# ---- design 1 ----
Design 1, zoomed window:
Region (81, 65) to (121, 105) µm. Cells in gray, sequential cells in the stronger gray; small squares are vias.
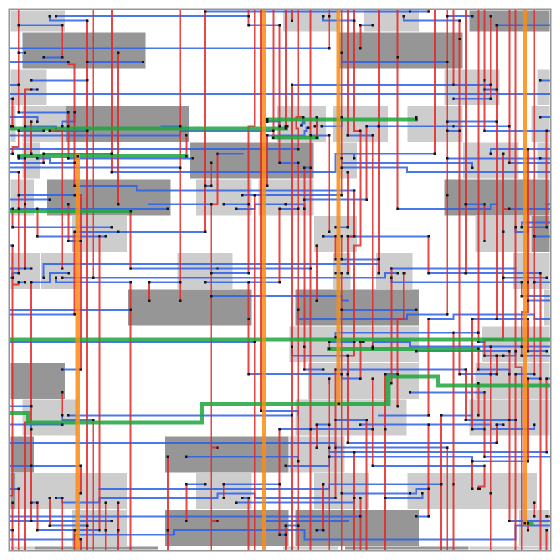
Design 1, metal 3:
Scale bar: 50 µm.
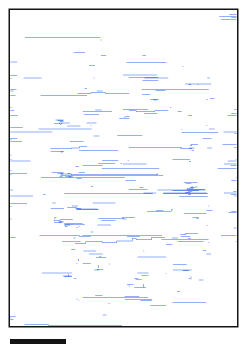
**src/rtl/alu_execute_stage.sv**
```systemverilog
// Execute wrapper around the external ArithmeticLogicUnit: a four-state
// sequencer with a private register file and an architectural flags register.

package InstructionSetPkg;
  localparam int DataWidth      = 16;
  localparam int ImmediateWidth = 8;

  typedef enum logic [3:0] {
    MOVE = 4'd0,
    LIL  = 4'd1,
    LIH  = 4'd2,
    ADC  = 4'd3,
    ROL  = 4'd4,
    ADD  = 4'd5,
    SUB  = 4'd6,
    AND  = 4'd7,
    OR   = 4'd8,
    XOR  = 4'd9,
    ROR  = 4'd10
  } eOperation;

  typedef struct packed {
    logic Overflow;
    logic Negative;
    logic Zero;
    logic Carry;
  } sFlags;
endpackage

module alu_execute_stage
  import InstructionSetPkg::*;
#(
  parameter int RegAddrWidth = 4
) (
  input  logic                      Clock,
  input  logic                      Reset,
  input  logic                      IssueValid,
  output logic                      IssueReady,
  input  eOperation                 IssueOp,
  input  logic [RegAddrWidth-1:0]   IssueSrc,
  input  logic [RegAddrWidth-1:0]   IssueDest,
  input  logic [ImmediateWidth-1:0] IssueImm,
  output eOperation                 AluOperation,
  output sFlags                     AluInFlags,
  output logic [DataWidth-1:0]      AluInSrc,
  output logic [DataWidth-1:0]      AluInDest,
  output logic [ImmediateWidth-1:0] AluInImm,
  input  logic [DataWidth-1:0]      AluOutDest,
  input  sFlags                     AluOutFlags,
  output sFlags                     Flags,
  output logic                      DoneValid,
  output logic [RegAddrWidth-1:0]   DoneDest,
  output logic [DataWidth-1:0]      DoneData,
  input  logic [RegAddrWidth-1:0]   DbgAddr,
  output logic [DataWidth-1:0]      DbgData
);

  localparam int NumRegs = 2 ** RegAddrWidth;

  localparam logic [1:0] IDLE  = 2'd0;
  localparam logic [1:0] READ  = 2'd1;
  localparam logic [1:0] EXEC  = 2'd2;
  localparam logic [1:0] WRITE = 2'd3;

  logic [1:0]                state;
  eOperation                 instrOp;
  logic [RegAddrWidth-1:0]   instrSrc;
  logic [RegAddrWidth-1:0]   instrDest;
  logic [ImmediateWidth-1:0] instrImm;
  logic [DataWidth-1:0]      resultData;
  sFlags                     resultFlags;
  logic [DataWidth-1:0]      regs [NumRegs];

  assign IssueReady = (state == IDLE);
  assign DbgData    = regs[DbgAddr];

  always_ff @(posedge Clock or posedge Reset) begin
    if (Reset) begin
      state <= IDLE;
    end else begin
      case (state)
        IDLE:    if (IssueValid) state <= READ;
        READ:    state <= EXEC;
        EXEC:    state <= WRITE;
        WRITE:   state <= IDLE;
        default: state <= IDLE;
      endcase
    end
  end

  always_ff @(posedge Clock or posedge Reset) begin
    if (Reset) begin
      instrOp   <= MOVE;
      instrSrc  <= '0;
      instrDest <= '0;
      instrImm  <= '0;
    end else if (state == IDLE && IssueValid) begin
      instrOp   <= IssueOp;
      instrSrc  <= IssueSrc;
      instrDest <= IssueDest;
      instrImm  <= IssueImm;
    end
  end

  // ALU operands are loaded only in READ so they stay frozen through EXEC.
  always_ff @(posedge Clock or posedge Reset) begin
    if (Reset) begin
      AluOperation <= MOVE;
      AluInFlags   <= '0;
      AluInSrc     <= '0;
      AluInDest    <= '0;
      AluInImm     <= '0;
    end else if (state == READ) begin
      AluOperation <= instrOp;
      AluInFlags   <= Flags;
      AluInSrc     <= regs[instrSrc];
      AluInDest    <= regs[instrDest];
      AluInImm     <= instrImm;
    end
  end

  always_ff @(posedge Clock or posedge Reset) begin
    if (Reset) begin
      resultData  <= '0;
      resultFlags <= '0;
      DoneValid   <= 1'b0;
      DoneDest    <= '0;
      DoneData    <= '0;
    end else begin
      DoneValid <= (state == EXEC);
      if (state == EXEC) begin
        resultData  <= AluOutDest;
        resultFlags <= AluOutFlags;
        DoneDest    <= instrDest;
        DoneData    <= AluOutDest;
      end
    end
  end

  // An asynchronous reset during WRITE wipes everything before the commit edge.
  always_ff @(posedge Clock or posedge Reset) begin
    if (Reset) begin
      for (int i = 0; i < NumRegs; i++) regs[i] <= '0;
      Flags <= '0;
    end else if (state == WRITE) begin
      regs[instrDest] <= resultData;
      Flags           <= resultFlags;
    end
  end

endmodule

```
**config.mk**
```make
export PLATFORM = sky130hd
export DESIGN_NAME = alu_execute_stage
export DESIGN_NICKNAME = d
export VERILOG_FILES = /design/src/rtl/alu_execute_stage.sv
export SDC_FILE = /design/constraint.sdc
export NUM_CORES = 1
export LEC_CHECK = 0
export CAP_MARGIN = 20
export CORE_ASPECT_RATIO = 1.4
export CORE_MARGIN = 2
export CORE_UTILIZATION = 35
export DETAILED_ROUTE_END_ITERATION = 10
export PLACE_DENSITY = 0.5
export SKIP_CTS_REPAIR_TIMING = 1
export SLEW_MARGIN = 20
export SYNTH_ARGS = -nofsm -noshare
export SYNTH_HDL_FRONTEND = slang
export SYNTH_SLANG_ARGS = --single-unit
```
**constraint.sdc**
```tcl
create_clock -name Clock -period 16 [get_ports Clock]
set_input_delay 4 -clock Clock [delete_from_list [all_inputs] [get_ports Clock]]
set_output_delay 4 -clock Clock [all_outputs]
set_load 0.05 [all_outputs]
```
==> results.tsv <==
metric	value	unit
status	complete, no violations	
met3RoutedLength	3150	µm
die_x	203	µm
adder_share	0.259	%
seq-power	1.89	mW
holdCritStartpoint	instrImm[0]	
p_switching	2.20	mW
arrival	7.06	ns
initCoreUtil	35.5	%
synthArstFlopShare	100	%
edf_count	0	
crit_end	DbgData[7]	
die_y	282	µm
htreeDepth	2	
synth_cell_types	41	
bufAreaShareNonClock	6.57	%
holdWs	0.500	ns
tightest_slew	1.11	ns
clk_pin_slew_worst_paths	0.06	ns
ys_cells	1226	
switching_share	40.9	%
seq_area_share	39.2	%
netlist_instances	1226	
About 'zoomed window' of design 1:
Key: red = met2; orange = met4; green = met3; blue = met1
Netlist names of flops here include regs (10), AluInDest (2). Most frequent: mux2_2 (18), dfrtp_1 (12), mux4_2 (6). 47 logic cells have their middle in the window. Sequential cells in the window: 12.

About 'metal 3' of design 1:
The layer carries 3150 µm of wire. The longest straight run is 90.2 µm. 154 nets have wire on it. The layer holds 5.0% of the routed length. The wires run mostly horizontal.
routed via count: 12400
final wirelength: 63100 µm

## cells in the mapped netlist, drive strengths merged, types with 4 or more instances
library cell,n,area [µm²]
o22ai,16,100
a221oi,16,140
nand2,18,67.6
a22oi,16,120
inv,4,15.0
dfrtp,355,8880
ha,4,50.1
nor2,45,191
clkbuf,41,154
a222oi,16,160
mux2,384,4320
buf,74,443
a41oi,16,140
mux4,176,4130
mux2i,16,160
nand3,5,40.0
## sequential cells by signal (all words and copies together), names as in the netlist, 8 cells and up
signal      count
AluInImm        8
AluInSrc       16
resultData     16
regs          256
AluInDest      16
instrImm        8

# ---- design 2 ----
**config.mk**
```make
export PLATFORM = sky130hd
export DESIGN_NAME = muldiv_seq
export DESIGN_NICKNAME = d
export VERILOG_FILES = /design/src/rtl/muldiv_seq.sv
export SDC_FILE = /design/constraint.sdc
export NUM_CORES = 1
export LEC_CHECK = 0
export ABC_AREA = 1
export CELL_PAD_IN_SITES_DETAIL_PLACEMENT = 0
export CELL_PAD_IN_SITES_GLOBAL_PLACEMENT = 1
export CORE_UTILIZATION = 38
export DETAILED_ROUTE_END_ITERATION = 12
export PLACE_DENSITY = 0.82
export SLEW_MARGIN = 40
export SYNTH_ARGS = -nofsm -noshare
export SYNTH_HDL_FRONTEND = slang
export SYNTH_SLANG_ARGS = --single-unit
```
**constraint.sdc**
```tcl
create_clock -name clk -period 2.7 [get_ports clk]
set_input_delay 0.54 -clock clk [delete_from_list [all_inputs] [get_ports clk]]
set_output_delay 0.54 -clock clk [all_outputs]
set_load 0.02 [all_outputs]
```
**src/rtl/muldiv_seq.sv**
```systemverilog
// rtl/muldiv_seq.sv - iterative RV32M multiply/divide sequencer
//
// Runs one M-extension operation at a time: a shift-add multiply or a
// restoring divide over WIDTH iterations on operand magnitudes, with the
// sign fixed up at the end.
//
// Ports:
//   clk      rising-edge clock
//   reset_n  asynchronous active-low reset
//   start    request, sampled only in IDLE
//   op       funct3: MUL, MULH, MULHSU, MULHU, DIV, DIVU, REM, REMU
//   a, b     rs1 / rs2 operands, sampled with start
//   kill     abort the operation in flight (flush/trap)
//   busy     stall request, high whenever not IDLE
//   done     one-cycle pulse, result valid this cycle
//   result   registered result, held until replaced by a later operation

module muldiv_seq #(
    parameter int WIDTH = 32
) (
    input  logic             clk,
    input  logic             reset_n,
    input  logic             start,
    input  logic [2:0]       op,
    input  logic [WIDTH-1:0] a,
    input  logic [WIDTH-1:0] b,
    input  logic             kill,
    output logic             busy,
    output logic             done,
    output logic [WIDTH-1:0] result
);

    localparam int CW = $clog2(WIDTH) + 1;
    localparam logic [WIDTH-1:0] SMIN = {1'b1, {(WIDTH-1){1'b0}}};

    typedef enum logic [2:0] {S_IDLE, S_PREP, S_RUN, S_FIX, S_DONE} state_t;

    state_t state, state_nx;

    // acc holds {product high, multiplier/product low} for multiply and
    // {remainder, quotient} for divide. Until PREP it holds the raw a operand.
    logic [2:0]         op_q;
    logic [2*WIDTH-1:0] acc;
    logic [WIDTH-1:0]   bval;   // raw b until PREP, then multiplicand/divisor magnitude
    logic [CW-1:0]      cnt;
    logic               neg_q;  // sign of product or quotient
    logic               neg_r;  // sign of remainder

    logic               is_div, signed_a, signed_b, sa, sb;
    logic [WIDTH-1:0]   a_raw, a_mag, b_mag;
    logic               div_zero, div_ovf;
    logic [WIDTH-1:0]   special_res;
    logic [WIDTH:0]     mul_sum, rem_sh;
    logic [2*WIDTH-1:0] mul_next, div_next;
    logic               ge;
    logic [2*WIDTH-1:0] prod_f;
    logic [WIDTH-1:0]   quo_f, rem_f, fix_res;

    always_comb begin
        is_div   = op_q[2];
        // Signed a: MUL, MULH, MULHSU, DIV, REM. Signed b: MUL, MULH, DIV, REM.
        signed_a = op_q[2] ? !op_q[0] : (op_q[1:0] != 2'b11);
        signed_b = op_q[2] ? !op_q[0] : !op_q[1];
        a_raw    = acc[WIDTH-1:0];
        sa       = signed_a & a_raw[WIDTH-1];
        sb       = signed_b & bval[WIDTH-1];
        a_mag    = sa ? -a_raw : a_raw;
        b_mag    = sb ? -bval  : bval;

        div_zero = is_div && (bval == '0);
        div_ovf  = is_div && !op_q[0] && (a_raw == SMIN) && (bval == '1);
        if (div_zero)
            special_res = op_q[1] ? a_raw : '1;
        else
            special_res = op_q[1] ? '0 : SMIN;

        // Shift-add step: the add can carry out, so the carry becomes the
        // new top bit after the right shift.
        mul_sum  = acc[0] ? ({1'b0, acc[2*WIDTH-1:WIDTH]} + {1'b0, bval})
                          : {1'b0, acc[2*WIDTH-1:WIDTH]};
        mul_next = {mul_sum, acc[WIDTH-1:1]};

        // Restoring step: the shifted remainder needs one extra bit before
        // the trial subtract; a kept difference always fits in WIDTH bits.
        rem_sh   = acc[2*WIDTH-1:WIDTH-1];
        ge       = rem_sh >= {1'b0, bval};
        div_next = ge ? {rem_sh[WIDTH-1:0] - bval, acc[WIDTH-2:0], 1'b1}
                      : {rem_sh[WIDTH-1:0],        acc[WIDTH-2:0], 1'b0};

        prod_f = neg_q ? -acc : acc;
        quo_f  = neg_q ? -acc[WIDTH-1:0] : acc[WIDTH-1:0];
        rem_f  = neg_r ? -acc[2*WIDTH-1:WIDTH] : acc[2*WIDTH-1:WIDTH];
        if (is_div)
            fix_res = op_q[1] ? rem_f : quo_f;
        else
            fix_res = (op_q[1:0] == 2'b00) ? prod_f[WIDTH-1:0] : prod_f[2*WIDTH-1:WIDTH];
    end

    always_ff @(posedge clk or negedge reset_n) begin
        if (!reset_n)
            state <= S_IDLE;
        else
            state <= state_nx;
    end

    always_comb begin
        state_nx = state;
        case (state)
            S_IDLE: if (start && !kill) state_nx = S_PREP;
            S_PREP: begin
                if (kill)                     state_nx = S_IDLE;
                else if (div_zero || div_ovf) state_nx = S_DONE;
                else                          state_nx = S_RUN;
            end
            S_RUN: begin
                if (kill)                              state_nx = S_IDLE;
                else if (cnt == CW'(WIDTH - 1))        state_nx = S_FIX;
            end
            S_FIX:  state_nx = kill ? S_IDLE : S_DONE;
            S_DONE: state_nx = S_IDLE;
            default: state_nx = S_IDLE;
        endcase
    end

    always_ff @(posedge clk or negedge reset_n) begin
        if (!reset_n) begin
            op_q   <= '0;
            acc    <= '0;
            bval   <= '0;
            cnt    <= '0;
            neg_q  <= 1'b0;
            neg_r  <= 1'b0;
            result <= '0;
        end else begin
            case (state)
                S_IDLE: begin
                    if (start && !kill) begin
                        op_q <= op;
                        acc  <= {{WIDTH{1'b0}}, a};
                        bval <= b;
                    end
                end
                S_PREP: begin
                    if (!kill) begin
                        if (div_zero || div_ovf) begin
                            result <= special_res;
                        end else begin
                            acc   <= {{WIDTH{1'b0}}, a_mag};
                            bval  <= b_mag;
                            neg_q <= sa ^ sb;
                            neg_r <= sa;
                            cnt   <= '0;
                        end
                    end
                end
                S_RUN: begin
                    acc <= is_div ? div_next : mul_next;
                    cnt <= cnt + 1'b1;
                end
                S_FIX: begin
                    if (!kill)
                        result <= fix_res;
                end
                default: ;
            endcase
        end
    end

    assign busy = (state != S_IDLE);
    assign done = (state == S_DONE);

endmodule

```
==> results.tsv <==
metric	value	unit
status	finished, violations left	
violations	setup timing	
clk_share	2.54	%
ys_cells	3005	
cp_data_required_time	3.14	ns
ys.flop_type	dfrtp_1	
finalSetupViolCount	1	
hold_path_class	in2async	
chipArea	45800	µm²
ir_drop	0.776	mV
final_area	21700	µm²
avgSynthCellArea	5.69	µm²
setup_slack	-0.0294	ns
cp_num_cells	15	
n_antenna_cell	1	
comb_cells	2484	
yosys-top-cells-count	nand2_1 (1049), nor2_1 (362), nand3_1 (244)	
comb_area_share	56.8	%
switching_share	58.9	%
layout.cells.non_filler	3916	
crit_end	acc[63]	
overflow	0	
root_buffer	clkbuf_16	
combinationalPowerShare	79.2	%
worst-path-buf-inv	2	
==> per-stage QoR <==
step | util, % | hold slack, ns | worst slack, ns | power, mW
after floorplan | - | 0.244 | 0.0585 | 16.4
after global placement | 46.7 | 0.463 | -0.519 | 26.2
after detailed placement | 46.7 | 0.465 | -0.511 | 26.2
after CTS | 48.2 | 0.0788 | 0.00793 | 28.8
after global routing | 49.0 | 0.113 | -0.0703 | 31.8
final | 49.0 | 0.0868 | -0.0294 | 29.9
==> metal layers <==
layer  vias up  track usage (%)
met5         -                0
met4         2             17.5
met3       177             6.71
met2      1191             59.1
met1     10600             54.6
li1      10400                -
Design 2, signal wires by layer:
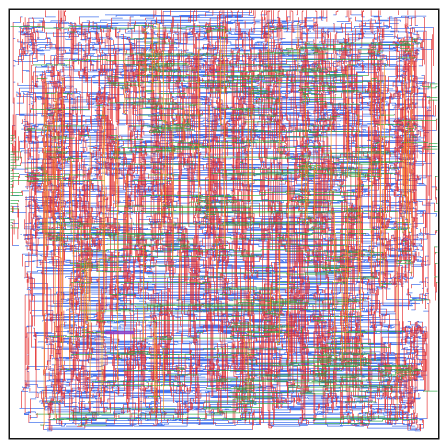
Key: red = met2 [wire length 38.7 mm]; purple = met5 [wire length 12.9 µm]; green = met3 [wire length 8830 µm]; blue = met1 [wire length 39.2 mm]; orange = met4 [wire length 4270 µm]

Design 2, routed clock nets over the placement:
Scale bar: 50 µm.
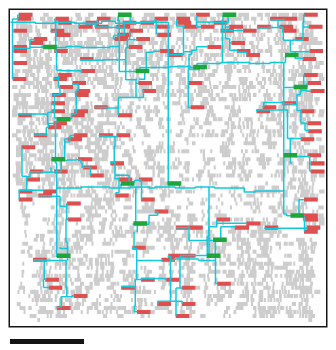
Key: red = flip-flops [count 142]; cyan = clock wires [length 2930 µm]; green = cells driving clock nets [count 17]
There are 18 routed clock nets.
Late-Pin Clk Latency: 0.51 ns
clock distribution power: 2.44 mW
worst-case clock skew: 0.0220 ns

Design 2, zoomed window:
Region (87, 44) to (127, 84) µm. Cells in gray, sequential cells in the stronger gray; small squares are vias.
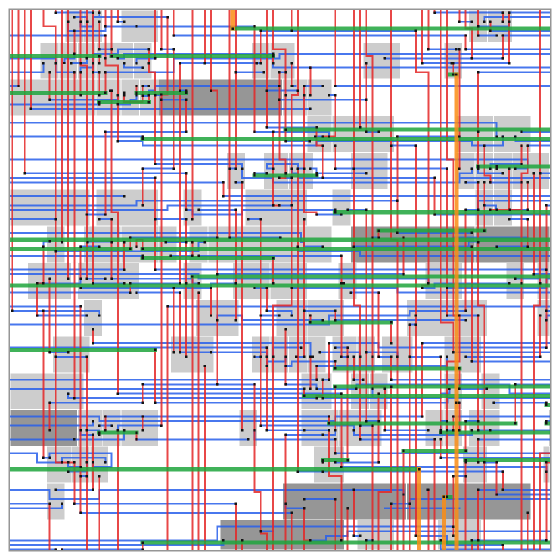
Key: red = met2; blue = met1; green = met3; orange = met4
Netlist names of flops here include acc (7). Most frequent: nand2_1 (33), buf_4 (15), inv_1 (10). Sequential cells in the window: 7. 100 logic cells have their middle in the window.


# ---- design 3 ----
Design 3, signal wires by layer:
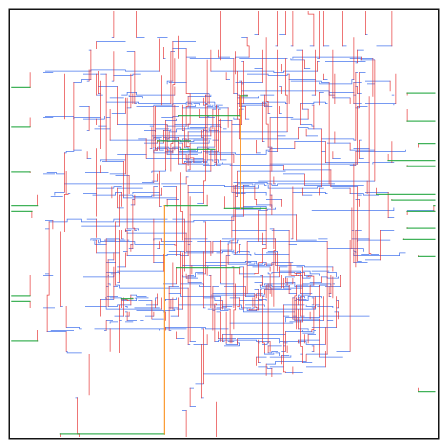
Design 3, metal 3:
Scale bar: 20 µm.
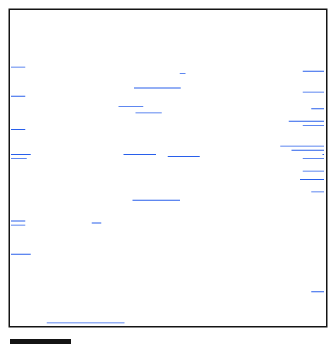
Design 3, routed clock nets over the placement:
Scale bar: 20 µm.
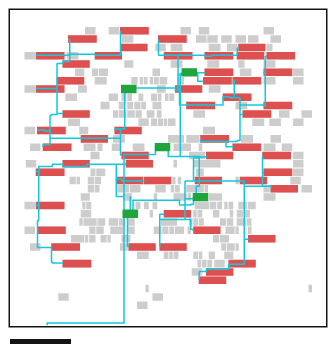
### src/rtl/seg_scan_reader.sv
// seg_scan_reader: recovers BCD digits from a multiplexed active-low 7-segment bus,
// committing a digit only after its {index, pattern} sample has held for STABLE_CYCLES.
module seg_scan_reader #(
    parameter int DIGITS        = 4,
    parameter int STABLE_CYCLES = 4
) (
    input  logic                clk,
    input  logic                reset,
    input  logic [6:0]          segments,
    input  logic [DIGITS-1:0]   anodes,
    output logic [4*DIGITS-1:0] digits,
    output logic [DIGITS-1:0]   digit_valid,
    output logic                update,
    output logic [2:0]          update_idx,
    output logic                err
);
    typedef enum logic [1:0] {IDLE, TRACK, COMMITTED} state_t;
    localparam logic [7:0] STABLE = 8'(STABLE_CYCLES);

    state_t              state_q;
    logic [6:0]          seg_q, cand_seg_q;
    logic [DIGITS-1:0]   an_q;
    logic [2:0]          cand_idx_q;
    logic [7:0]          cnt_q;
    logic [4*DIGITS-1:0] digits_q;
    logic [DIGITS-1:0]   valid_q;
    logic                update_q, err_q;
    logic [2:0]          idx_q;
    logic [3:0]          zeros;
    logic [2:0]          samp_idx;
    logic                samp_ok, same;
    logic [4:0]          dec;

    // bit 4 flags an illegal pattern, bits 3:0 carry the value (F when illegal)
    function automatic logic [4:0] decode(input logic [6:0] p);
        case (p)
            7'h3F:   decode = 5'h00;
            7'h06:   decode = 5'h01;
            7'h5B:   decode = 5'h02;
            7'h4F:   decode = 5'h03;
            7'h66:   decode = 5'h04;
            7'h6D:   decode = 5'h05;
            7'h7D:   decode = 5'h06;
            7'h07:   decode = 5'h07;
            7'h7F:   decode = 5'h08;
            7'h6F:   decode = 5'h09;
            default: decode = 5'h1F;
        endcase
    endfunction

    always_comb begin
        zeros    = '0;
        samp_idx = '0;
        for (int i = 0; i < DIGITS; i++) begin
            if (!an_q[i]) begin
                zeros    = zeros + 4'd1;
                samp_idx = 3'(i);
            end
        end
    end

    assign samp_ok = zeros == 4'd1;
    assign same    = samp_ok && samp_idx == cand_idx_q && seg_q == cand_seg_q;
    assign dec     = decode(~cand_seg_q);

    always_ff @(posedge clk or posedge reset) begin
        if (reset) begin
            seg_q      <= '1;
            an_q       <= '1;
            state_q    <= IDLE;
            cand_seg_q <= '0;
            cand_idx_q <= '0;
            cnt_q      <= '0;
            digits_q   <= '1;
            valid_q    <= '0;
            update_q   <= 1'b0;
            err_q      <= 1'b0;
            idx_q      <= '0;
        end else begin
            seg_q    <= segments;
            an_q     <= anodes;
            update_q <= 1'b0;
            err_q    <= 1'b0;
            case (state_q)
                IDLE: begin
                    if (samp_ok) begin
                        cand_seg_q <= seg_q;
                        cand_idx_q <= samp_idx;
                        cnt_q      <= 8'd1;
                        state_q    <= TRACK;
                    end
                end
                TRACK: begin
                    if (!samp_ok) begin
                        cnt_q   <= '0;
                        state_q <= IDLE;
                    end else if (!same) begin
                        cand_seg_q <= seg_q;
                        cand_idx_q <= samp_idx;
                        cnt_q      <= 8'd1;
                    end else begin
                        cnt_q <= cnt_q + 8'd1;
                        if (cnt_q + 8'd1 == STABLE) begin
                            for (int i = 0; i < DIGITS; i++) begin
                                if (3'(i) == cand_idx_q) begin
                                    digits_q[4*i +: 4] <= dec[3:0];
                                    valid_q[i]         <= 1'b1;
                                end
                            end
                            update_q <= 1'b1;
                            err_q    <= dec[4];
                            idx_q    <= cand_idx_q;
                            state_q  <= COMMITTED;
                        end
                    end
                end
                default: begin
                    if (!samp_ok) begin
                        cnt_q   <= '0;
                        state_q <= IDLE;
                    end else if (!same) begin
                        cand_seg_q <= seg_q;
                        cand_idx_q <= samp_idx;
                        cnt_q      <= 8'd1;
                        state_q    <= TRACK;
                    end else begin
                        cnt_q <= (cnt_q == 8'hFF) ? cnt_q : cnt_q + 8'd1;
                    end
                end
            endcase
        end
    end

    assign digits      = digits_q;
    assign digit_valid = valid_q;
    assign update      = update_q;
    assign update_idx  = idx_q;
    assign err         = err_q;
endmodule

### config.mk
export PLATFORM = sky130hd
export DESIGN_NAME = seg_scan_reader
export DESIGN_NICKNAME = d
export VERILOG_FILES = /design/src/rtl/seg_scan_reader.sv
export SDC_FILE = /design/constraint.sdc
export NUM_CORES = 1
export LEC_CHECK = 0
export CORE_MARGIN = 4
export CORE_UTILIZATION = 30
export DETAILED_ROUTE_END_ITERATION = 16
export PLACE_DENSITY_LB_ADDON = 0.15
export SYNTH_ARGS = -nofsm -noshare
export SYNTH_HDL_FRONTEND = slang
export SYNTH_SLANG_ARGS = --single-unit
### constraint.sdc
create_clock -name clk -period 5.48 [get_ports clk]
set_input_delay 1.096 -clock clk [delete_from_list [all_inputs] [get_ports clk]]
set_output_delay 1.096 -clock clk [all_outputs]
set_load 0.01 [all_outputs]
==> results.tsv <==
metric	value	unit
chipArea	10700	µm²
combinationalPowerShare	19.7	%
nFillCells	866	
ff_latch_area	1390	µm²
fin_util	37.2	%
max_cap_viol_count	0	
highest-signal-layer	met4	
top_usage_layer	met2	
p_int	0.656	mW
preCtsSetupSlack	2.23	ns
path_max_fanout	10	
status	complete, no violations	
cts_setup_buffers	0	
ios	38	
relSlewSlack	42.7	%
fin_setup_tns	0	ns
critPathCaptureType	register	
htreeDepth	2	
ys_seq_elements	54	
worst-path-buf-inv	1	
numSequentialCells	54	
edf_count	0	
ys_top_logic_family	simple AND/OR/NAND/NOR gates	
About 'signal wires by layer' of design 3:
Key: orange = met4 [wire length 82.3 µm]; green = met3 [wire length 224 µm]; blue = met1 [wire length 2580 µm]; red = met2 [wire length 2490 µm]
routed via count: 1860
final wirelength: 5370 µm
All-Layer GR Usage: 10.4%
wire per inst: 14.2 µm

About 'metal 3' of design 3:
The longest straight run is 25.1 µm. The wires run mostly horizontal. The layer holds 4.2% of the routed length.
met3 Track Usage GR: 2.48%

About 'routed clock nets over the placement' of design 3:
Key: cyan = clock wires [length 760 µm]; red = flip-flops [count 54]; green = cells driving clock nets [count 5]
There are 6 routed clock nets. Position of the flops: widely spread.
Late-Pin Clk Latency: 0.32 ns
clock distribution power: 0.258 mW
clock power share: 26.7%
worst-case clock skew: 0.0114 ns

placed cells by master, fill, tap and decap left out, types with 2 or more instances in the layout:
cell type and n:
clkdlybuf4s50_1 36, dfstp_2 27, dfrtp_1 27, mux2_2 25
o21ai_0 13, nand2_1 12, xnor2_1 11, nor2_1 10
inv_1 10, nor2b_1 9, a21oi_1 7, nand3_1 6
ha_1 5, clkbuf_8 5, nand4_1 4, nor4_1 3
a31oi_1 3, nor3_1 3, o211ai_1 3, o31ai_1 3
or2_2 3, nand2b_1 3, nand3b_1 2, or3_1 2
o21a_1 2, nand4b_2 2, o21ba_2 2, a22o_1 2
mux2i_1 2


==> gallery <==
Placement view.
image #1
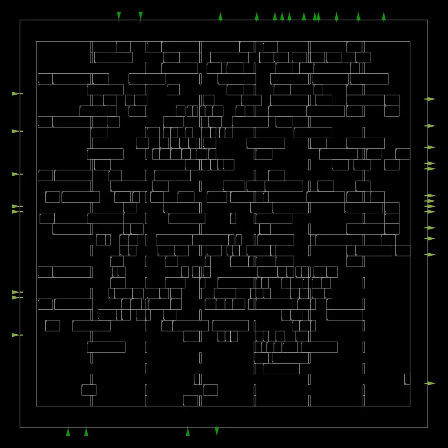
image #2
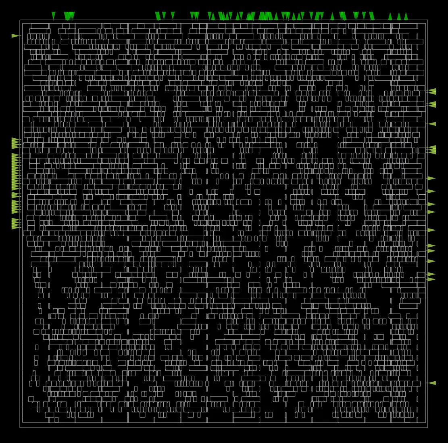
image #3
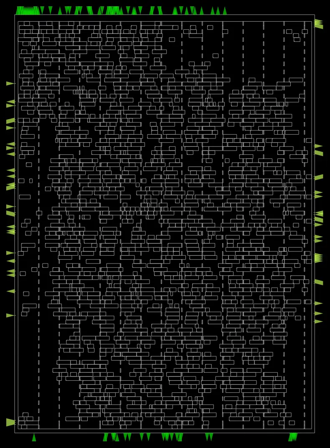
image #2 -> design 2
image #3 -> design 1
image #1 -> design 3

Power and IR drop assume default switching activity.
